=== design 1 ===
$ cat src/rtl/sdram_if_pkg.sv
// Shared definitions for the SDRAM stream reader.
// Contents:
//   SDRAM_ADDR_W / SDRAM_DATA_W / SDRAM_BE_W : geometry of the controller's s1 port
//   rd_state_t                               : read-master FSM states
package sdram_if_pkg;
  localparam int SDRAM_ADDR_W = 22;
  localparam int SDRAM_DATA_W = 16;
  localparam int SDRAM_BE_W   = 2;

  typedef enum logic [1:0] {
    IDLE  = 2'd0,
    ISSUE = 2'd1,
    DRAIN = 2'd2
  } rd_state_t;
endpackage

$ cat src/rtl/sdram_stream_reader_if.sv
// Bus bundle of the SDRAM stream reader: Avalon-MM read side toward the
// SDRAM controller s1 slave plus the output word stream.
// Modports:
//   master : the reader (drives m_* requests, st_* stream, consumes st_ready)
//   slave  : the SDRAM controller + stream consumer side
//
// Handshakes:
//   Avalon: a request is accepted on a cycle where m_chipselect=1, m_read_n=0
//   and m_waitrequest=0; until then address and strobes stay unchanged.
//   Each accepted read returns exactly one m_readdatavalid cycle, in order.
//   Stream: a word transfers on a cycle where st_valid=1 and st_ready=1;
//   st_data/st_last are stable while st_valid=1 and st_ready=0.
interface sdram_stream_reader_if #(
  parameter int ADDR_W = sdram_if_pkg::SDRAM_ADDR_W,
  parameter int DATA_W = sdram_if_pkg::SDRAM_DATA_W,
  parameter int BE_W   = sdram_if_pkg::SDRAM_BE_W
);
  logic [ADDR_W-1:0] m_address;
  logic [BE_W-1:0]   m_byteenable_n;
  logic              m_chipselect;
  logic              m_read_n;
  logic              m_write_n;
  logic [DATA_W-1:0] m_writedata;
  logic [DATA_W-1:0] m_readdata;
  logic              m_readdatavalid;
  logic              m_waitrequest;
  logic [DATA_W-1:0] st_data;
  logic              st_valid;
  logic              st_ready;
  logic              st_last;

  modport master (
    output m_address, m_byteenable_n, m_chipselect, m_read_n, m_write_n, m_writedata,
    input  m_readdata, m_readdatavalid, m_waitrequest,
    output st_data, st_valid, st_last,
    input  st_ready
  );

  modport slave (
    input  m_address, m_byteenable_n, m_chipselect, m_read_n, m_write_n, m_writedata,
    output m_readdata, m_readdatavalid, m_waitrequest,
    input  st_data, st_valid, st_last,
    output st_ready
  );
endinterface

$ cat src/rtl/sdram_rd_fifo.sv
// Single-clock synchronous FIFO holding returned SDRAM words.
// Ports:
//   clk, rst_n        : clock, asynchronous active-low reset
//   i_wr, i_wdata     : push (must not be asserted into a full FIFO without a pop)
//   i_rd              : pop (ignored when empty)
//   o_rdata           : head word, valid whenever o_empty=0
//   o_count           : number of stored entries (0..DEPTH)
//   o_empty, o_full   : status flags
module sdram_rd_fifo #(
  parameter int DEPTH = 16,
  parameter int WIDTH = 16
) (
  input  logic                   clk,
  input  logic                   rst_n,
  input  logic                   i_wr,
  input  logic [WIDTH-1:0]       i_wdata,
  input  logic                   i_rd,
  output logic [WIDTH-1:0]       o_rdata,
  output logic [$clog2(DEPTH):0] o_count,
  output logic                   o_empty,
  output logic                   o_full
);
  localparam int AW = $clog2(DEPTH);

  logic [WIDTH-1:0] r_mem [DEPTH];
  logic [AW-1:0]    r_wr_ptr;
  logic [AW-1:0]    r_rd_ptr;
  logic [AW:0]      r_count;
  logic             w_rd;

  assign w_rd    = i_rd && !o_empty;
  assign o_empty = (r_count == '0);
  assign o_full  = (r_count == (AW+1)'(DEPTH));
  assign o_count = r_count;
  assign o_rdata = r_mem[r_rd_ptr];

  always_ff @(posedge clk or negedge rst_n) begin
    if (!rst_n) begin
      r_wr_ptr <= '0;
      r_rd_ptr <= '0;
      r_count  <= '0;
    end else begin
      if (i_wr) r_wr_ptr <= r_wr_ptr + 1'b1;
      if (w_rd) r_rd_ptr <= r_rd_ptr + 1'b1;
      case ({i_wr, w_rd})
        2'b10:   r_count <= r_count + 1'b1;
        2'b01:   r_count <= r_count - 1'b1;
        default: r_count <= r_count;
      endcase
    end
  end

  // Storage carries no reset; entries are only read after being written.
  always_ff @(posedge clk) begin
    if (i_wr) r_mem[r_wr_ptr] <= i_wdata;
  end

  assert property (@(posedge clk) disable iff (!rst_n) !(i_wr && o_full && !w_rd));
endmodule

$ cat src/rtl/sdram_stream_reader.sv
// Avalon-MM burst-free read master: on start, fetches word_count consecutive
// 16-bit words from base_addr with pipelined reads and streams them out.
// Ports:
//   clk, reset_n       : clock, asynchronous active-low reset
//   start              : one-cycle command, ignored while busy
//   base_addr          : first word address (sampled on start)
//   word_count         : number of words (sampled on start, 0 = no-op)
//   busy, done         : block in progress / one-cycle pulse as busy falls
//   dbg_state          : current FSM state
//   bus                : Avalon read master + output stream (master modport)
module sdram_stream_reader import sdram_if_pkg::*; #(
  parameter int ADDR_W     = SDRAM_ADDR_W,
  parameter int DATA_W     = SDRAM_DATA_W,
  parameter int LEN_W      = 16,
  parameter int FIFO_DEPTH = 16,
  parameter int MAX_PEND   = 8
) (
  input  logic                    clk,
  input  logic                    reset_n,
  input  logic                    start,
  input  logic [ADDR_W-1:0]       base_addr,
  input  logic [LEN_W-1:0]        word_count,
  output logic                    busy,
  output logic                    done,
  output rd_state_t               dbg_state,
  sdram_stream_reader_if.master   bus
);
  localparam int CNT_W  = $clog2(FIFO_DEPTH) + 1;
  localparam int PEND_W = $clog2(MAX_PEND + 1);

  rd_state_t         r_state, w_state_n;
  logic [ADDR_W-1:0] r_addr;
  logic [LEN_W-1:0]  r_remaining, r_len, r_popped, w_rem_n;
  logic [PEND_W-1:0] r_pend, w_pend_n;
  logic              r_req, w_req_n;
  logic              r_done, w_done_n;
  logic              w_accept, w_rdv, w_pop, w_last, w_credit;
  logic [CNT_W-1:0]  w_fifo_count, w_cnt_n;
  logic              w_fifo_empty, w_fifo_full;
  int                w_occ;

  // Returns with nothing outstanding (e.g. stragglers after a reset) are dropped.
  assign w_accept = r_req && !bus.m_waitrequest;
  assign w_rdv    = bus.m_readdatavalid && (r_pend != '0);
  assign w_pop    = !w_fifo_empty && bus.st_ready;
  assign w_last   = !w_fifo_empty && (r_state != IDLE) && (r_popped == r_len - 1'b1);
  assign w_rem_n  = w_accept ? r_remaining - 1'b1 : r_remaining;

  always_comb begin
    w_pend_n = r_pend;
    case ({w_accept, w_rdv})
      2'b10:   w_pend_n = r_pend + 1'b1;
      2'b01:   w_pend_n = r_pend - 1'b1;
      default: w_pend_n = r_pend;
    endcase
    w_cnt_n = w_fifo_count;
    case ({w_rdv, w_pop})
      2'b10:   w_cnt_n = w_fifo_count + 1'b1;
      2'b01:   w_cnt_n = w_fifo_count - 1'b1;
      default: w_cnt_n = w_fifo_count;
    endcase
    // Credit is judged on post-edge occupancy: every word already requested
    // or buffered, plus the one about to be presented, must fit the FIFO.
    w_occ    = int'(w_pend_n) + int'(w_cnt_n);
    w_credit = (w_occ + 1 <= FIFO_DEPTH) && (int'(w_pend_n) < MAX_PEND);
  end

  always_comb begin
    w_state_n = r_state;
    w_req_n   = 1'b0;
    w_done_n  = 1'b0;
    case (r_state)
      IDLE: begin
        if (start) begin
          if (word_count != '0) begin
            w_state_n = ISSUE;
            w_req_n   = w_credit;
          end else begin
            w_done_n  = 1'b1;
          end
        end
      end
      ISSUE: begin
        // A stalled request is held until accepted, regardless of credit.
        if (r_req && bus.m_waitrequest) w_req_n = 1'b1;
        else if (w_rem_n != '0)         w_req_n = w_credit;
        if (w_rem_n == '0) w_state_n = DRAIN;
      end
      DRAIN: begin
        // Popping the final word implies every read has returned.
        if (w_pop && w_last) begin
          w_state_n = IDLE;
          w_done_n  = 1'b1;
        end
      end
      default: w_state_n = IDLE;
    endcase
  end

  always_ff @(posedge clk or negedge reset_n) begin
    if (!reset_n) r_state <= IDLE;
    else          r_state <= w_state_n;
  end

  always_ff @(posedge clk or negedge reset_n) begin
    if (!reset_n) begin
      r_addr      <= '0;
      r_remaining <= '0;
      r_len       <= '0;
      r_popped    <= '0;
      r_pend      <= '0;
      r_req       <= 1'b0;
      r_done      <= 1'b0;
    end else begin
      r_req  <= w_req_n;
      r_done <= w_done_n;
      r_pend <= w_pend_n;
      if (r_state == IDLE && start && word_count != '0) begin
        r_addr      <= base_addr;
        r_remaining <= word_count;
        r_len       <= word_count;
        r_popped    <= '0;
      end else begin
        if (w_accept) r_addr <= r_addr + 1'b1;
        r_remaining <= w_rem_n;
        if (w_pop) r_popped <= r_popped + 1'b1;
      end
    end
  end

  sdram_rd_fifo #(.DEPTH(FIFO_DEPTH), .WIDTH(DATA_W)) u_fifo (
    .clk     (clk),
    .rst_n   (reset_n),
    .i_wr    (w_rdv),
    .i_wdata (bus.m_readdata),
    .i_rd    (w_pop),
    .o_rdata (bus.st_data),
    .o_count (w_fifo_count),
    .o_empty (w_fifo_empty),
    .o_full  (w_fifo_full)
  );

  // Credit accounting must make a return into a full FIFO impossible.
  assert property (@(posedge clk) disable iff (!reset_n) !(w_rdv && w_fifo_full && !w_pop));

  assign busy                = (r_state != IDLE);
  assign done                = r_done;
  assign dbg_state           = r_state;
  assign bus.m_address       = r_addr;
  assign bus.m_chipselect    = r_req;
  assign bus.m_read_n        = ~r_req;
  assign bus.m_byteenable_n  = '0;
  assign bus.m_write_n       = 1'b1;
  assign bus.m_writedata     = '0;
  assign bus.st_valid        = !w_fifo_empty;
  assign bus.st_last         = w_last;
endmodule

$ cat src/flat_wrapper.sv
// flat-port wrapper written by rule: the top's interface ports become plain ports
module sdram_stream_reader_flat import sdram_if_pkg::*;
#(
  parameter int ADDR_W     = SDRAM_ADDR_W,
  parameter int DATA_W     = SDRAM_DATA_W,
  parameter int LEN_W      = 16,
  parameter int FIFO_DEPTH = 16,
  parameter int MAX_PEND   = 8
)
  (clk, reset_n, start, base_addr, word_count, busy, done, dbg_state, bus_m_address, bus_m_byteenable_n, bus_m_chipselect, bus_m_read_n, bus_m_write_n, bus_m_writedata, bus_m_readdata, bus_m_readdatavalid, bus_m_waitrequest, bus_st_data, bus_st_valid, bus_st_last, bus_st_ready);
  sdram_stream_reader_if #(.ADDR_W(ADDR_W), .DATA_W(DATA_W)) bus_i ();
  input  logic clk;
  input  logic reset_n;
  input  logic start;
  input  logic [ADDR_W-1:0] base_addr;
  input  logic [LEN_W-1:0] word_count;
  output logic busy;
  output logic done;
  output rd_state_t dbg_state;
  output wire logic [$bits(bus_i.m_address)-1:0] bus_m_address;
  output wire logic [$bits(bus_i.m_byteenable_n)-1:0] bus_m_byteenable_n;
  output wire logic [$bits(bus_i.m_chipselect)-1:0] bus_m_chipselect;
  output wire logic [$bits(bus_i.m_read_n)-1:0] bus_m_read_n;
  output wire logic [$bits(bus_i.m_write_n)-1:0] bus_m_write_n;
  output wire logic [$bits(bus_i.m_writedata)-1:0] bus_m_writedata;
  input wire logic [$bits(bus_i.m_readdata)-1:0] bus_m_readdata;
  input wire logic [$bits(bus_i.m_readdatavalid)-1:0] bus_m_readdatavalid;
  input wire logic [$bits(bus_i.m_waitrequest)-1:0] bus_m_waitrequest;
  output wire logic [$bits(bus_i.st_data)-1:0] bus_st_data;
  output wire logic [$bits(bus_i.st_valid)-1:0] bus_st_valid;
  output wire logic [$bits(bus_i.st_last)-1:0] bus_st_last;
  input wire logic [$bits(bus_i.st_ready)-1:0] bus_st_ready;
  assign bus_m_address = bus_i.m_address;
  assign bus_m_byteenable_n = bus_i.m_byteenable_n;
  assign bus_m_chipselect = bus_i.m_chipselect;
  assign bus_m_read_n = bus_i.m_read_n;
  assign bus_m_write_n = bus_i.m_write_n;
  assign bus_m_writedata = bus_i.m_writedata;
  assign bus_i.m_readdata = bus_m_readdata;
  assign bus_i.m_readdatavalid = bus_m_readdatavalid;
  assign bus_i.m_waitrequest = bus_m_waitrequest;
  assign bus_st_data = bus_i.st_data;
  assign bus_st_valid = bus_i.st_valid;
  assign bus_st_last = bus_i.st_last;
  assign bus_i.st_ready = bus_st_ready;
  sdram_stream_reader #(.ADDR_W(ADDR_W), .DATA_W(DATA_W), .LEN_W(LEN_W), .FIFO_DEPTH(FIFO_DEPTH), .MAX_PEND(MAX_PEND)) u_core (.clk(clk), .reset_n(reset_n), .start(start), .base_addr(base_addr), .word_count(word_count), .busy(busy), .done(done), .dbg_state(dbg_state), .bus(bus_i));
endmodule
$ cat config.mk
export PLATFORM = sky130hd
export DESIGN_NAME = sdram_stream_reader_flat
export DESIGN_NICKNAME = d
export VERILOG_FILES = /design/src/rtl/sdram_if_pkg.sv /design/src/rtl/sdram_stream_reader_if.sv /design/src/rtl/sdram_rd_fifo.sv /design/src/rtl/sdram_stream_reader.sv /design/src/flat_wrapper.sv
export SDC_FILE = /design/constraint.sdc
export NUM_CORES = 1
export LEC_CHECK = 0
export ABC_AREA = 1
export CORE_ASPECT_RATIO = 0.7
export CORE_MARGIN = 3
export CORE_UTILIZATION = 53
export DETAILED_ROUTE_END_ITERATION = 7
export GPL_ROUTABILITY_DRIVEN = 0
export GPL_TIMING_DRIVEN = 0
export HOLD_SLACK_MARGIN = 0.08
export PLACE_DENSITY_LB_ADDON = 0.05
export SYNTH_ARGS = -nofsm -noshare
export SYNTH_HDL_FRONTEND = slang
export SYNTH_SLANG_ARGS = --single-unit
$ cat constraint.sdc
create_clock -name clk -period 2.8 [get_ports clk]
set_input_delay 0.56 -clock clk [delete_from_list [all_inputs] [get_ports clk]]
set_output_delay 0.56 -clock clk [all_outputs]
set_load 0.01 [all_outputs]
=== design 2 ===
**src/rtl/riscv_ahb3lite_arb_pkg.sv**
```systemverilog
// Shared AHB3-Lite encodings and helpers for the N-channel master arbiter.
package riscv_ahb3lite_pkg;

  typedef enum logic [1:0] {
    HTRANS_IDLE   = 2'b00,
    HTRANS_BUSY   = 2'b01,
    HTRANS_NONSEQ = 2'b10,
    HTRANS_SEQ    = 2'b11
  } htrans_t;

  localparam logic [2:0] HBURST_SINGLE = 3'b000;

  localparam logic [2:0] HSIZE_BYTE  = 3'b000;
  localparam logic [2:0] HSIZE_HWORD = 3'b001;
  localparam logic [2:0] HSIZE_WORD  = 3'b010;
  localparam logic [2:0] HSIZE_DWORD = 3'b011;

  // Channel index width; a single channel still needs one bit to index.
  function automatic int ch_idx_w(input int n);
    return (n > 1) ? $clog2(n) : 1;
  endfunction

endpackage

```
**src/rtl/riscv_ahb3lite_arb_if.sv**
```systemverilog
// Channel request/response and AHB3-Lite master signals of the arbiter.
// master: the arbiter itself; slave: the request channels plus the AHB slave side.
interface riscv_ahb3lite_arb_if #(
  parameter int CHANNELS       = 2,
  parameter int XLEN           = 32,
  parameter int PHYS_ADDR_SIZE = XLEN
);

  logic [CHANNELS-1:0]                     ch_req;
  logic [CHANNELS-1:0][PHYS_ADDR_SIZE-1:0] ch_adr;
  logic [CHANNELS-1:0]                     ch_we;
  logic [CHANNELS-1:0][2:0]                ch_size;
  logic [CHANNELS-1:0][3:0]                ch_prot;
  logic [CHANNELS-1:0][XLEN-1:0]           ch_d;
  logic [CHANNELS-1:0]                     ch_lock;
  logic [CHANNELS-1:0]                     ch_gnt;
  logic [CHANNELS-1:0]                     ch_ack;
  logic [CHANNELS-1:0]                     ch_err;
  logic [XLEN-1:0]                         ch_q;

  logic                      HSEL;
  logic [PHYS_ADDR_SIZE-1:0] HADDR;
  logic [XLEN-1:0]           HWDATA;
  logic                      HWRITE;
  logic [2:0]                HSIZE;
  logic [2:0]                HBURST;
  logic [3:0]                HPROT;
  logic [1:0]                HTRANS;
  logic                      HMASTLOCK;
  logic [XLEN-1:0]           HRDATA;
  logic                      HREADY;
  logic                      HRESP;

  modport master (
    input  ch_req, ch_adr, ch_we, ch_size, ch_prot, ch_d, ch_lock,
    output ch_gnt, ch_ack, ch_err, ch_q,
    output HSEL, HADDR, HWDATA, HWRITE, HSIZE, HBURST, HPROT, HTRANS, HMASTLOCK,
    input  HRDATA, HREADY, HRESP
  );

  modport slave (
    output ch_req, ch_adr, ch_we, ch_size, ch_prot, ch_d, ch_lock,
    input  ch_gnt, ch_ack, ch_err, ch_q,
    input  HSEL, HADDR, HWDATA, HWRITE, HSIZE, HBURST, HPROT, HTRANS, HMASTLOCK,
    output HRDATA, HREADY, HRESP
  );

endinterface

```
**src/rtl/riscv_ahb3lite_arb_rr.sv**
```systemverilog
// Channel arbiter: fixed priority or round-robin, one-hot winner, pointer moves on grant.
// RISCV_AHB_ARB_LOCK_EN adds locked-sequence ownership that overrides normal priority.
module riscv_ahb3lite_arb_rr
  import riscv_ahb3lite_pkg::*;
#(
  parameter int  CHANNELS = 2,
  parameter int  ARB_RR   = 0,
  localparam int CHW      = ch_idx_w(CHANNELS)
) (
  input  logic                clk_i,
  input  logic                rst_i,
  input  logic [CHANNELS-1:0] req_i,
  input  logic [CHANNELS-1:0] lock_i,
  input  logic                strobe_i,
  output logic [CHANNELS-1:0] win_o,
  output logic [CHW-1:0]      win_idx_o,
  output logic                locked_o
);

  logic [CHW-1:0] ptr_q, ptr_d;
  logic [CHW-1:0] base;
  logic [CHW-1:0] rr_idx;
  logic           rr_found;
  logic [CHW:0]   cand;
  logic           hold;
  logic [CHW-1:0] hold_ch;

  // Search upward from the base index, wrapping at CHANNELS.
  always_comb begin
    base     = (ARB_RR != 0) ? ptr_q : '0;
    rr_idx   = '0;
    rr_found = 1'b0;
    cand     = '0;
    for (int i = 0; i < CHANNELS; i++) begin
      cand = {1'b0, base} + (CHW+1)'(i);
      if (cand >= (CHW+1)'(CHANNELS)) cand = cand - (CHW+1)'(CHANNELS);
      if (!rr_found && req_i[cand[CHW-1:0]]) begin
        rr_found = 1'b1;
        rr_idx   = cand[CHW-1:0];
      end
    end
  end

`ifdef RISCV_AHB_ARB_LOCK_EN
  logic           locked_q, locked_d;
  logic [CHW-1:0] lock_ch_q, lock_ch_d;

  assign hold     = locked_q & req_i[lock_ch_q];
  assign hold_ch  = lock_ch_q;
  // The releasing transfer (ch_lock low) is still part of the locked sequence.
  assign locked_o = lock_i[win_idx_o] | hold;

  always_comb begin
    locked_d  = locked_q;
    lock_ch_d = lock_ch_q;
    if (locked_q && !req_i[lock_ch_q]) locked_d = 1'b0;
    if (strobe_i) begin
      if (lock_i[win_idx_o]) begin
        locked_d  = 1'b1;
        lock_ch_d = win_idx_o;
      end else if (hold) begin
        locked_d = 1'b0;
      end
    end
  end

  always_ff @(posedge clk_i or posedge rst_i) begin
    if (rst_i) begin
      locked_q  <= 1'b0;
      lock_ch_q <= '0;
    end else begin
      locked_q  <= locked_d;
      lock_ch_q <= lock_ch_d;
    end
  end
`else
  logic unused_lock;

  assign hold        = 1'b0;
  assign hold_ch     = '0;
  assign locked_o    = 1'b0;
  assign unused_lock = ^lock_i;
`endif

  always_comb begin
    win_idx_o = hold ? hold_ch : rr_idx;
    win_o     = '0;
    if (hold || rr_found) win_o[win_idx_o] = 1'b1;
  end

  always_comb begin
    ptr_d = ptr_q;
    if ((ARB_RR != 0) && strobe_i) begin
      ptr_d = (win_idx_o == CHW'(CHANNELS-1)) ? '0 : win_idx_o + CHW'(1);
    end
  end

  always_ff @(posedge clk_i or posedge rst_i) begin
    if (rst_i) ptr_q <= '0;
    else       ptr_q <= ptr_d;
  end

endmodule

```
**src/rtl/riscv_ahb3lite_arb.sv**
```systemverilog
// N-channel pipelined AHB3-Lite master: arbitrated address phase overlapping the data phase.
// RISCV_AHB_ARB_LOCK_EN enables locked sequences and drives HMASTLOCK; otherwise HMASTLOCK is 0.
module riscv_ahb3lite_arb
  import riscv_ahb3lite_pkg::*;
#(
  parameter int CHANNELS       = 2,
  parameter int XLEN           = 32,
  parameter int PHYS_ADDR_SIZE = XLEN,
  parameter int ARB_RR         = 0
) (
  input logic                  HCLK,
  input logic                  HRESET,
  riscv_ahb3lite_arb_if.master bus
);

  localparam int CHW = ch_idx_w(CHANNELS);

  logic                      ap_valid_q, ap_valid_d;
  logic [CHW-1:0]            ap_ch_q, ap_ch_d;
  logic [PHYS_ADDR_SIZE-1:0] ap_adr_q, ap_adr_d;
  logic                      ap_we_q, ap_we_d;
  logic [2:0]                ap_size_q, ap_size_d;
  logic [3:0]                ap_prot_q, ap_prot_d;
  logic                      ap_lock_q, ap_lock_d;
  logic                      dp_valid_q, dp_valid_d;
  logic [CHW-1:0]            dp_ch_q, dp_ch_d;
  logic                      dp_we_q, dp_we_d;
  logic                      err_hold_q, err_hold_d;

  logic                      load_en;
  logic                      strobe;
  logic                      ap_live;
  logic [CHANNELS-1:0]       win;
  logic [CHW-1:0]            win_idx;
  logic                      win_lock;

  // Gating with HRESET keeps ch_gnt at its reset value while reset is asserted.
  assign load_en = (!ap_valid_q | bus.HREADY) & !err_hold_q & !HRESET;
  assign strobe  = load_en & (|bus.ch_req);
  assign ap_live = ap_valid_q & !err_hold_q;

  riscv_ahb3lite_arb_rr #(
    .CHANNELS (CHANNELS),
    .ARB_RR   (ARB_RR)
  ) u_arb (
    .clk_i     (HCLK),
    .rst_i     (HRESET),
    .req_i     (bus.ch_req),
    .lock_i    (bus.ch_lock),
    .strobe_i  (strobe),
    .win_o     (win),
    .win_idx_o (win_idx),
    .locked_o  (win_lock)
  );

  assign bus.ch_gnt = win & {CHANNELS{load_en}};

  always_comb begin
    ap_valid_d = ap_valid_q;
    ap_ch_d    = ap_ch_q;
    ap_adr_d   = ap_adr_q;
    ap_we_d    = ap_we_q;
    ap_size_d  = ap_size_q;
    ap_prot_d  = ap_prot_q;
    ap_lock_d  = ap_lock_q;
    dp_valid_d = dp_valid_q;
    dp_ch_d    = dp_ch_q;
    dp_we_d    = dp_we_q;

    if (load_en) begin
      ap_valid_d = |bus.ch_req;
      if (|bus.ch_req) begin
        ap_ch_d   = win_idx;
        ap_adr_d  = bus.ch_adr[win_idx];
        ap_we_d   = bus.ch_we[win_idx];
        ap_size_d = bus.ch_size[win_idx];
        ap_prot_d = bus.ch_prot[win_idx];
        ap_lock_d = win_lock;
      end
    end

    // A held (cancelled) address phase never advances; dp simply drains.
    if (bus.HREADY) begin
      dp_valid_d = ap_live;
      dp_ch_d    = ap_ch_q;
      dp_we_d    = ap_we_q;
    end

    err_hold_d = err_hold_q ? !bus.HREADY
                            : (dp_valid_q & bus.HRESP & !bus.HREADY);
  end

  always_ff @(posedge HCLK or posedge HRESET) begin
    if (HRESET) begin
      ap_valid_q <= 1'b0;
      ap_ch_q    <= '0;
      ap_adr_q   <= '0;
      ap_we_q    <= 1'b0;
      ap_size_q  <= '0;
      ap_prot_q  <= '0;
      ap_lock_q  <= 1'b0;
      dp_valid_q <= 1'b0;
      dp_ch_q    <= '0;
      dp_we_q    <= 1'b0;
      err_hold_q <= 1'b0;
    end else begin
      ap_valid_q <= ap_valid_d;
      ap_ch_q    <= ap_ch_d;
      ap_adr_q   <= ap_adr_d;
      ap_we_q    <= ap_we_d;
      ap_size_q  <= ap_size_d;
      ap_prot_q  <= ap_prot_d;
      ap_lock_q  <= ap_lock_d;
      dp_valid_q <= dp_valid_d;
      dp_ch_q    <= dp_ch_d;
      dp_we_q    <= dp_we_d;
      err_hold_q <= err_hold_d;
    end
  end

  assign bus.HSEL   = ap_live;
  assign bus.HTRANS = ap_live ? HTRANS_NONSEQ : HTRANS_IDLE;
  assign bus.HADDR  = ap_adr_q;
  assign bus.HWRITE = ap_we_q;
  assign bus.HSIZE  = ap_size_q;
  assign bus.HPROT  = ap_prot_q;
  assign bus.HBURST = HBURST_SINGLE;
  assign bus.HWDATA = (dp_valid_q & dp_we_q) ? bus.ch_d[dp_ch_q] : '0;
  assign bus.ch_q   = bus.HRDATA;

`ifdef RISCV_AHB_ARB_LOCK_EN
  assign bus.HMASTLOCK = ap_lock_q;
`else
  logic unused_ap_lock;

  assign bus.HMASTLOCK  = 1'b0;
  assign unused_ap_lock = ap_lock_q;
`endif

  always_comb begin
    bus.ch_ack = '0;
    bus.ch_err = '0;
    if (dp_valid_q && bus.HREADY) begin
      if (bus.HRESP) bus.ch_err[dp_ch_q] = 1'b1;
      else           bus.ch_ack[dp_ch_q] = 1'b1;
    end
  end

endmodule
```
**src/flat_wrapper.sv**
```systemverilog
// flat-port wrapper written by rule: the top's interface ports become plain ports
module riscv_ahb3lite_arb_flat import riscv_ahb3lite_pkg::*;
#(
  parameter int CHANNELS       = 2,
  parameter int XLEN           = 32,
  parameter int PHYS_ADDR_SIZE = XLEN,
  parameter int ARB_RR         = 0
)
  (HCLK, HRESET, bus_ch_req, bus_ch_adr, bus_ch_we, bus_ch_size, bus_ch_prot, bus_ch_d, bus_ch_lock, bus_ch_gnt, bus_ch_ack, bus_ch_err, bus_ch_q, bus_HSEL, bus_HADDR, bus_HWDATA, bus_HWRITE, bus_HSIZE, bus_HBURST, bus_HPROT, bus_HTRANS, bus_HMASTLOCK, bus_HRDATA, bus_HREADY, bus_HRESP);
  riscv_ahb3lite_arb_if #(.CHANNELS(CHANNELS), .XLEN(XLEN), .PHYS_ADDR_SIZE(PHYS_ADDR_SIZE)) bus_i ();
  input logic HCLK;
  input logic HRESET;
  input wire logic [$bits(bus_i.ch_req)-1:0] bus_ch_req;
  input wire logic [$bits(bus_i.ch_adr)-1:0] bus_ch_adr;
  input wire logic [$bits(bus_i.ch_we)-1:0] bus_ch_we;
  input wire logic [$bits(bus_i.ch_size)-1:0] bus_ch_size;
  input wire logic [$bits(bus_i.ch_prot)-1:0] bus_ch_prot;
  input wire logic [$bits(bus_i.ch_d)-1:0] bus_ch_d;
  input wire logic [$bits(bus_i.ch_lock)-1:0] bus_ch_lock;
  output wire logic [$bits(bus_i.ch_gnt)-1:0] bus_ch_gnt;
  output wire logic [$bits(bus_i.ch_ack)-1:0] bus_ch_ack;
  output wire logic [$bits(bus_i.ch_err)-1:0] bus_ch_err;
  output wire logic [$bits(bus_i.ch_q)-1:0] bus_ch_q;
  output wire logic [$bits(bus_i.HSEL)-1:0] bus_HSEL;
  output wire logic [$bits(bus_i.HADDR)-1:0] bus_HADDR;
  output wire logic [$bits(bus_i.HWDATA)-1:0] bus_HWDATA;
  output wire logic [$bits(bus_i.HWRITE)-1:0] bus_HWRITE;
  output wire logic [$bits(bus_i.HSIZE)-1:0] bus_HSIZE;
  output wire logic [$bits(bus_i.HBURST)-1:0] bus_HBURST;
  output wire logic [$bits(bus_i.HPROT)-1:0] bus_HPROT;
  output wire logic [$bits(bus_i.HTRANS)-1:0] bus_HTRANS;
  output wire logic [$bits(bus_i.HMASTLOCK)-1:0] bus_HMASTLOCK;
  input wire logic [$bits(bus_i.HRDATA)-1:0] bus_HRDATA;
  input wire logic [$bits(bus_i.HREADY)-1:0] bus_HREADY;
  input wire logic [$bits(bus_i.HRESP)-1:0] bus_HRESP;
  assign bus_i.ch_req = bus_ch_req;
  assign bus_i.ch_adr = bus_ch_adr;
  assign bus_i.ch_we = bus_ch_we;
  assign bus_i.ch_size = bus_ch_size;
  assign bus_i.ch_prot = bus_ch_prot;
  assign bus_i.ch_d = bus_ch_d;
  assign bus_i.ch_lock = bus_ch_lock;
  assign bus_ch_gnt = bus_i.ch_gnt;
  assign bus_ch_ack = bus_i.ch_ack;
  assign bus_ch_err = bus_i.ch_err;
  assign bus_ch_q = bus_i.ch_q;
  assign bus_HSEL = bus_i.HSEL;
  assign bus_HADDR = bus_i.HADDR;
  assign bus_HWDATA = bus_i.HWDATA;
  assign bus_HWRITE = bus_i.HWRITE;
  assign bus_HSIZE = bus_i.HSIZE;
  assign bus_HBURST = bus_i.HBURST;
  assign bus_HPROT = bus_i.HPROT;
  assign bus_HTRANS = bus_i.HTRANS;
  assign bus_HMASTLOCK = bus_i.HMASTLOCK;
  assign bus_i.HRDATA = bus_HRDATA;
  assign bus_i.HREADY = bus_HREADY;
  assign bus_i.HRESP = bus_HRESP;
  riscv_ahb3lite_arb #(.CHANNELS(CHANNELS), .XLEN(XLEN), .PHYS_ADDR_SIZE(PHYS_ADDR_SIZE), .ARB_RR(ARB_RR)) u_core (.HCLK(HCLK), .HRESET(HRESET), .bus(bus_i));
endmodule
```
**config.mk**
```make
export PLATFORM = sky130hd
export DESIGN_NAME = riscv_ahb3lite_arb_flat
export DESIGN_NICKNAME = d
export VERILOG_FILES = /design/src/rtl/riscv_ahb3lite_arb_pkg.sv /design/src/rtl/riscv_ahb3lite_arb_if.sv /design/src/rtl/riscv_ahb3lite_arb_rr.sv /design/src/rtl/riscv_ahb3lite_arb.sv /design/src/flat_wrapper.sv
export SDC_FILE = /design/constraint.sdc
export NUM_CORES = 1
export LEC_CHECK = 0
export ABC_AREA = 1
export ABC_CLOCK_PERIOD_IN_PS = 1750
export CAP_MARGIN = 20
export CORE_AREA = 2 2 117 119
export CTS_CLUSTER_DIAMETER = 80
export DETAILED_ROUTE_END_ITERATION = 10
export DIE_AREA = 0 0 119 121
export GPL_TIMING_DRIVEN = 1
export PLACE_DENSITY = 0.65
export SLEW_MARGIN = 20
export SYNTH_ARGS = -nofsm -noshare
export SYNTH_HDL_FRONTEND = slang
export SYNTH_SLANG_ARGS = --single-unit
```
**constraint.sdc**
```tcl
create_clock -name HCLK -period 1.75 [get_ports HCLK]
set_clock_uncertainty 0.05 [all_clocks]
set_input_delay 0.4375 -clock HCLK [delete_from_list [all_inputs] [get_ports HCLK]]
set_output_delay 0.4375 -clock HCLK [all_outputs]
set_load 0.01 [all_outputs]
```
=== design 3 ===
### config.mk
export PLATFORM = sky130hd
export DESIGN_NAME = pc_unit
export DESIGN_NICKNAME = d
export VERILOG_FILES = /design/src/rtl/pc_pkg.sv /design/src/rtl/pc_phase_counter.sv /design/src/rtl/pc_unit.sv
export SDC_FILE = /design/constraint.sdc
export NUM_CORES = 1
export LEC_CHECK = 0
export CELL_PAD_IN_SITES_DETAIL_PLACEMENT = 1
export CELL_PAD_IN_SITES_GLOBAL_PLACEMENT = 1
export CORE_MARGIN = 1
export CORE_UTILIZATION = 32
export DETAILED_ROUTE_END_ITERATION = 8
export PLACE_DENSITY = 0.81
export RECOVER_POWER = 50
export SLEW_MARGIN = 5
export SYNTH_ARGS = -nofsm -noshare
export SYNTH_HDL_FRONTEND = slang
export SYNTH_SLANG_ARGS = --single-unit
### constraint.sdc
create_clock -name clock -period 3.5 [get_ports clock]
set_clock_uncertainty 0.15 [all_clocks]
set_input_delay 0.35 -clock clock [delete_from_list [all_inputs] [get_ports clock]]
set_output_delay 0.35 -clock clock [all_outputs]
set_load 0.1 [all_outputs]
### src/rtl/pc_pkg.sv
// Shared constants, next-PC source encoding and sizing helpers for the
// program counter block.
package pc_pkg;

   localparam int DEF_WIDTH      = 32;
   localparam int DEF_PERIOD     = 10;
   localparam int DEF_STEP       = 4;
   localparam int DEF_RESET_ADDR = 0;
   localparam int DEF_ALIGN      = 2;

   // Source of the value loaded into the PC at a commit edge.
   typedef enum logic [1:0] {
      SEQ    = 2'd0,
      BRANCH = 2'd1,
      JUMP   = 2'd2
   } next_sel_e;

   // A one-state phase counter still needs a one-bit port.
   function automatic int phase_width(input int period);
      return (period > 1) ? $clog2(period) : 1;
   endfunction

endpackage

### src/rtl/pc_phase_counter.sv
// Instruction-step phase counter; raises commit on the last phase of a
// step whenever the pipeline is not stalled.
module pc_phase_counter
   import pc_pkg::*;
#(
   parameter int PERIOD = DEF_PERIOD
) (
   input  logic                           clock,
   input  logic                           reset,
   input  logic                           stall,
   output logic [phase_width(PERIOD)-1:0] fase,
   output logic                           commit
);

   localparam int FW = phase_width(PERIOD);
   localparam logic [FW-1:0] LAST_PHASE = FW'(PERIOD - 1);

   logic [FW-1:0] fase_r;
   logic          last_s;

   assign last_s = (fase_r == LAST_PHASE);
   assign commit = ~stall & last_s;
   assign fase   = fase_r;

   // Phase register: advances on every non-stalled edge, wraps after the last phase.
   always_ff @(posedge clock) begin
      if (reset) begin
         fase_r <= {FW{1'b0}};
      end else if (stall) begin
         fase_r <= fase_r;
      end else if (last_s) begin
         fase_r <= {FW{1'b0}};
      end else begin
         fase_r <= fase_r + FW'(1);
      end
   end

endmodule

### src/rtl/pc_unit.sv
// Program counter: loads a sequential, branch or jump address once per
// instruction step, rejecting misaligned targets with a sticky flag.
module pc_unit
   import pc_pkg::*;
#(
   parameter int               WIDTH      = DEF_WIDTH,
   parameter int               PERIOD     = DEF_PERIOD,
   parameter int               STEP       = DEF_STEP,
   parameter logic [WIDTH-1:0] RESET_ADDR = WIDTH'(DEF_RESET_ADDR),
   parameter int               ALIGN      = DEF_ALIGN
) (
   input  logic                           clock,
   input  logic                           reset,
   input  logic                           stall,
   input  logic                           desvio,
   input  logic [WIDTH-1:0]               alvo_desvio,
   input  logic                           salto,
   input  logic [WIDTH-1:0]               alvo_salto,
   output logic [WIDTH-1:0]               estado_pc,
   output logic [phase_width(PERIOD)-1:0] fase,
   output logic                           pc_atualizado,
   output logic                           erro_alinhamento
);

   localparam logic [WIDTH-1:0] ALIGN_MASK = WIDTH'((64'd1 << ALIGN) - 64'd1);
   localparam logic [WIDTH-1:0] STEP_INC   = WIDTH'(STEP);

   logic [WIDTH-1:0] pc_r;
   logic             pulse_r;
   logic             err_r;
   logic             commit_s;
   next_sel_e        sel_s;
   logic [WIDTH-1:0] seq_s;
   logic [WIDTH-1:0] target_s;
   logic             misaligned_s;

   pc_phase_counter #(
      .PERIOD (PERIOD)
   ) u_phase (
      .clock  (clock),
      .reset  (reset),
      .stall  (stall),
      .fase   (fase),
      .commit (commit_s)
   );

   // Sequential path wraps naturally modulo 2^WIDTH.
   assign seq_s = pc_r + STEP_INC;

   // Next-PC source select (jump beats branch) and target alignment check.
   always_comb begin
      sel_s        = SEQ;
      target_s     = seq_s;
      misaligned_s = 1'b0;
      if (salto) begin
         sel_s = JUMP;
      end else if (desvio) begin
         sel_s = BRANCH;
      end else begin
         sel_s = SEQ;
      end
      case (sel_s)
         JUMP:    target_s = alvo_salto;
         BRANCH:  target_s = alvo_desvio;
         SEQ:     target_s = seq_s;
         default: target_s = seq_s;
      endcase
      if (sel_s == SEQ) begin
         misaligned_s = 1'b0;
      end else begin
         misaligned_s = |(target_s & ALIGN_MASK);
      end
   end

   // PC, load pulse and sticky alignment error; a rejected target leaves the PC untouched.
   always_ff @(posedge clock) begin
      if (reset) begin
         pc_r    <= RESET_ADDR;
         pulse_r <= 1'b0;
         err_r   <= 1'b0;
      end else if (commit_s) begin
         if (misaligned_s) begin
            pc_r    <= pc_r;
            pulse_r <= 1'b0;
            err_r   <= 1'b1;
         end else begin
            pc_r    <= target_s;
            pulse_r <= 1'b1;
            err_r   <= err_r;
         end
      end else begin
         pc_r    <= pc_r;
         pulse_r <= 1'b0;
         err_r   <= err_r;
      end
   end

   assign estado_pc        = pc_r;
   assign pc_atualizado    = pulse_r;
   assign erro_alinhamento = err_r;

endmodule

**Design 1: sequential cells grouped by signal name**

(3 px per um) Other sequential cells in the stronger grey, the rest of the logic in the fainter grey.
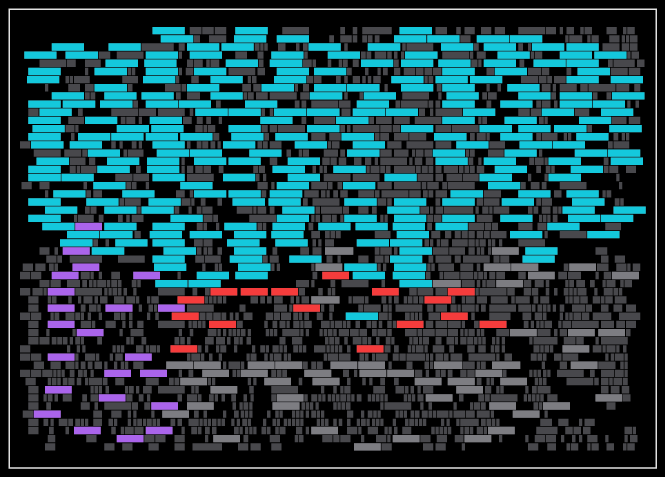
colour	netlist name	placed flops
purple	`u_core.bus.m_address`	22
cyan	`u_core.u_fifo.r_mem`	256
red	`u_core.r_popped`	16
sequential portion of the cell area: 47.6%
reported sequential group power: 7.22 mW
total area of sequential cells: 0.00997 mm2
utilization of the core after routing: 71.0%

==> impl_metrics.py, design 1 <==
# Flow results
metrics = {
    "timing": {
        "hold_slack_ns": 0.490,
        "maxSlewHeadroom_pct": 44.2,
        "rsz_0062_raised_after_global_routing": "yes",
        "finalSetupViolCount": 11,
        "final_critical_path_setup_slack_ns": -0.278,
    },
    "outcome": {
        "failed_checks": "negative setup slack",
        "outcome": "finished, violations left",
    },
    "cells_and_area": {
        "n_antenna_cell": 0,
        "max_reg_flops": 256,
    },
    "job": {
        "stage_log_warnings": 38,
    },
    "synth": {
        "synth.lib_cells_used.distinct": 51,
        "ys_cells": 1585,
    },
    "drt": {
        "routed_via_density": 5.92,
        "drc": 0,
    },
    "worst_hold_path": {
        "worstHoldEndpoint": "u_core.r_popped[15]",
    },
    "cts": {
        "cts-root-to-sink-buffers": 3,
        "insertion_delay_ns": 0.54,
    },
    "power_and_ir_drop": {
        "vdd.ir_drop.worst_mv": 0.598,
    },
    "global_routing": {
        "global_route.usage.met1_pct": 48.4,
    },
}
## design 1: area by class of cell
type / count / share of cell area (%)
flip-flops and latches: 347 / 47.6
multi-input cells: 1051 / 29.5
repair buffers: 185 / 9.04
clock buffers: 43 / 4.57
plain buffers: 84 / 4.08
well taps: 405 / 2.42
inverters: 114 / 2.19
clock inverters: 18 / 0.680
## design 1: report_power, final
part	internal, mW	total (mW)	leakage, nW	switching [mW]
Combinational	4.69	11.7	4.09	7.04
Sequential	6.44	7.22	3.44	0.777
Clock	2.62	4.62	0.537	2.00
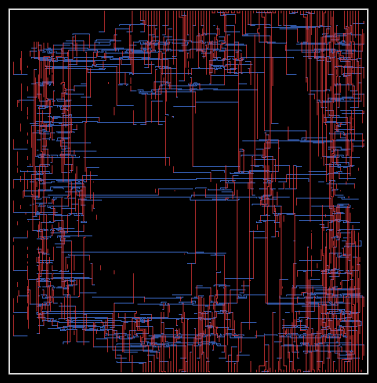
**Above:** design 2 (wiring by layer).
(3 px per um) Only two layers are drawn.
colour	layer	wire length
red	M2	6230 um
blue	M1	4450 um
Total GRT Usage: 16.3%
post-detailed-routing wire length: 12200 um
detailed-route wire length per cell: 14.0 um
total via count after detailed routing: 3812

==> impl_metrics.py, design 2 <==
# Flow results
metrics = {
    "outcome": {
        "outcome": "finished, violations left",
        "failed_checks": "negative setup slack",
    },
    "floorplan": {
        "fp-row-count": 42,
        "io_pins": 301,
    },
    "synth": {
        "ys_top_logic_family": "simple AND/OR/NAND/NOR gates",
        "synth-seq-cells": 46,
        "synth_area_leader_cell": "sky130_fd_sc_hd__dfrtp_1",
        "ys_cells": 490,
    },
    "timing": {
        "achievable_freq_mhz": 546,
        "finalSetupViolCount": 33,
        "hold_violations": 0,
        "final_critical_path_setup_slack_ns": -0.0815,
    },
    "worst_setup_path": {
        "max_stage_delay_ns": 0.42,
        "rrSetupSlack_ns": 0.30,
        "crit_path_end": "bus_HWDATA[8]",
        "timing.setup.critical_path_class": "reg2out",
        "crit_family": "buffers and inverters",
    },
    "cts": {
        "cts_sinks": 46,
        "post_cts_resize_count": 200,
    },
    "power_and_ir_drop": {
        "powerSeq_mw": 1.56,
        "switching_power_of_the_nets_mw": 1.74,
        "powerDensity_mw_per_mm2": 885,
    },
    "worst_hold_path": {
        "worst_hold_path_type": "in2async",
    },
    "placement": {
        "gp_congestion": 0.891,
    },
    "global_routing": {
        "maximum_number_of_pins_on_one_net_before_global_route_repair": 47,
    },
    "cells_and_area": {
        "synthToLayoutAreaGrowth_pct": 83.9,
    },
}
[design 2: cell type report]
class                           count  area, um2
Fill cell                        1357       7270
Tap cell                          176        220
Timing Repair Buffer              264       2530
Clock buffer                        6        129
Antenna cell                        1       2.50
Sequential cell                    46       1150
Inverter                            8       35.0
Clock inverter                      2       37.5
Multi-Input combinational cell    371       1710
[design 2: metrics by stage]
stage	setup slack, ns	util, %	total power [mW]	cells
after floorplan	0.167	-	2.59	494
final	-0.0815	44.4	5.15	874
after global routing	-0.132	44.4	5.50	874
after detailed placement	-0.768	42.1	3.94	857
after CTS	-0.137	43.4	5.11	872
after global placement	-0.739	42.1	3.91	857
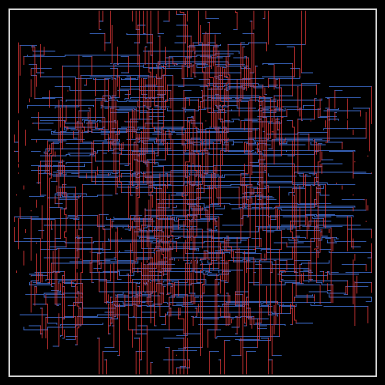
**Above:** design 3 (wiring by layer).
(4 px per um) Only two layers are drawn.
colour	layer	wire length
blue	M1	4530 um
red	M2	4700 um
post-detailed-routing wire length: 9940 um
total via count after detailed routing: 3123
detailed-route wire length per cell: 18.6 um

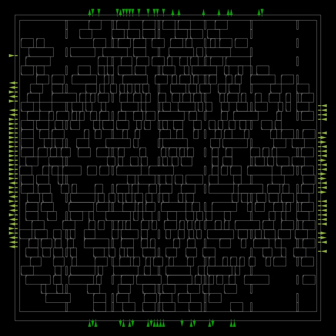
**Above:** design 3 (cell outlines without signal wires).
number of fill cells: 954
Core Box Area: 0.00773 mm2

==> impl_metrics.py, design 3 <==
# Flow results
metrics = {
    "outcome": {
        "outcome": "finished, final reports clean",
    },
    "worst_setup_path": {
        "worstReg2RegEnd": "estado_pc[26]",
        "crit_family": "buffers and inverters",
    },
    "floorplan": {
        "fp-row-count": 32,
        "fp.dieH_um": 91.4,
    },
    "global_routing": {
        "global_route.usage.met1_pct": 30.1,
        "gr-max-usage-layer": "met2",
    },
    "cts": {
        "postCtsSetupBuffers": 0,
        "cts_sinks": 38,
    },
    "worst_hold_path": {
        "worst_hold_path_type": "reg2reg",
    },
    "power_and_ir_drop": {
        "pwr-share-clk_pct": 32.4,
        "combinationalPowerShare_pct": 20.0,
    },
    "placement": {
        "dpl.cell_count": 527,
        "dp_worst_setup_slack_ns": 0.675,
        "port_buffers": 106,
    },
    "drt": {
        "routed_via_density": 5.85,
        "antenna_violating_nets_post_route": 0,
    },
    "cells_and_area": {
        "ff_count": 38,
    },
    "timing": {
        "hold_slack_ns": 0.319,
        "final_critical_path_setup_slack_ns": 0.712,
    },
    "synth": {
        "enable_flop_cells": 0,
        "synthesis_warnings": 0,
    },
}
-- design 3: cells in the mapped netlist, drive strengths merged (2+ instances only) --
cell      n
dfxtp    38
o21ai    31
nand2    30
a21oi    29
nor2     29
clkbuf   17
nand3    13
inv      12
nor4      9
nand4     8
nor3      8
buf       7
o211ai    7
a22o      5
mux2i     5
o22ai     5
xor2      5
a221o     4
a22oi     4
a2bb2oi   4
a31oi     4
a32o      4
or2       4
or3       4
or4       4
a211oi    3
a222oi    3
nand2b    3
nor2b     3
o21a      3
o31a      3
a31o      2
and2      2
nand3b    2
nor3b     2
nor4b     2
o221ai    2
o32ai     2

==> notes/layouts.md <==
Pictures saved along the way, in no particular order.

Cell classes on the final placement.
image #1
(3 px per um)
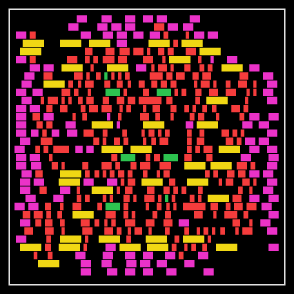
image #2
(1 px per um)
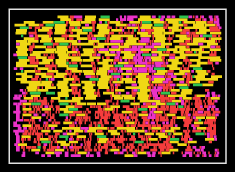
image #3
(2 px per um)
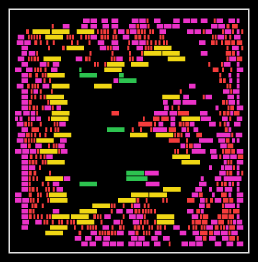
Design 3 is image #1.
Design 2 is image #3.
Design 1 is image #2.
Of these, most cells: image #2
Of these, fewest sequential cells: image #1



==> layout pictures side by side <==
Signal wires on met3.
panel A
(3 px per um)
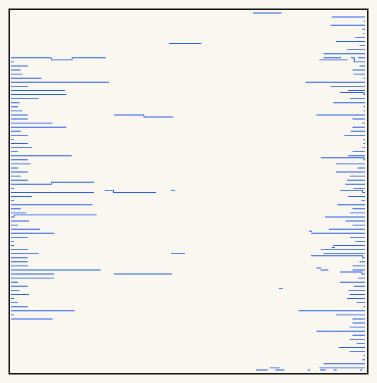
panel B
(1.5 px per um)
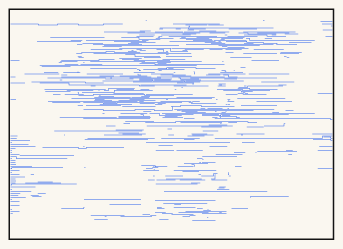
panel C
(4 px per um)
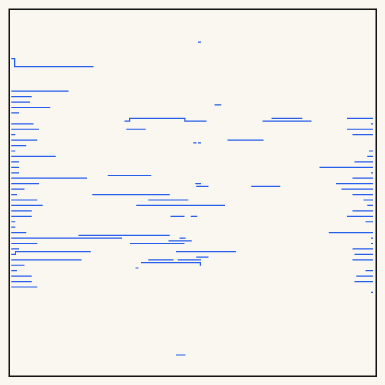
- panel C = design 3
- panel A = design 2
- panel B = design 1
The one with the smallest die is panel C.

Key to panel B:
nets with wire on the layer	278
wire length on this layer	7180 um
main direction	horizontal
longest straight run	104 um
share of all routed wire	14%

Power figures rest on the tool's default switching activity, not on a simulated workload.
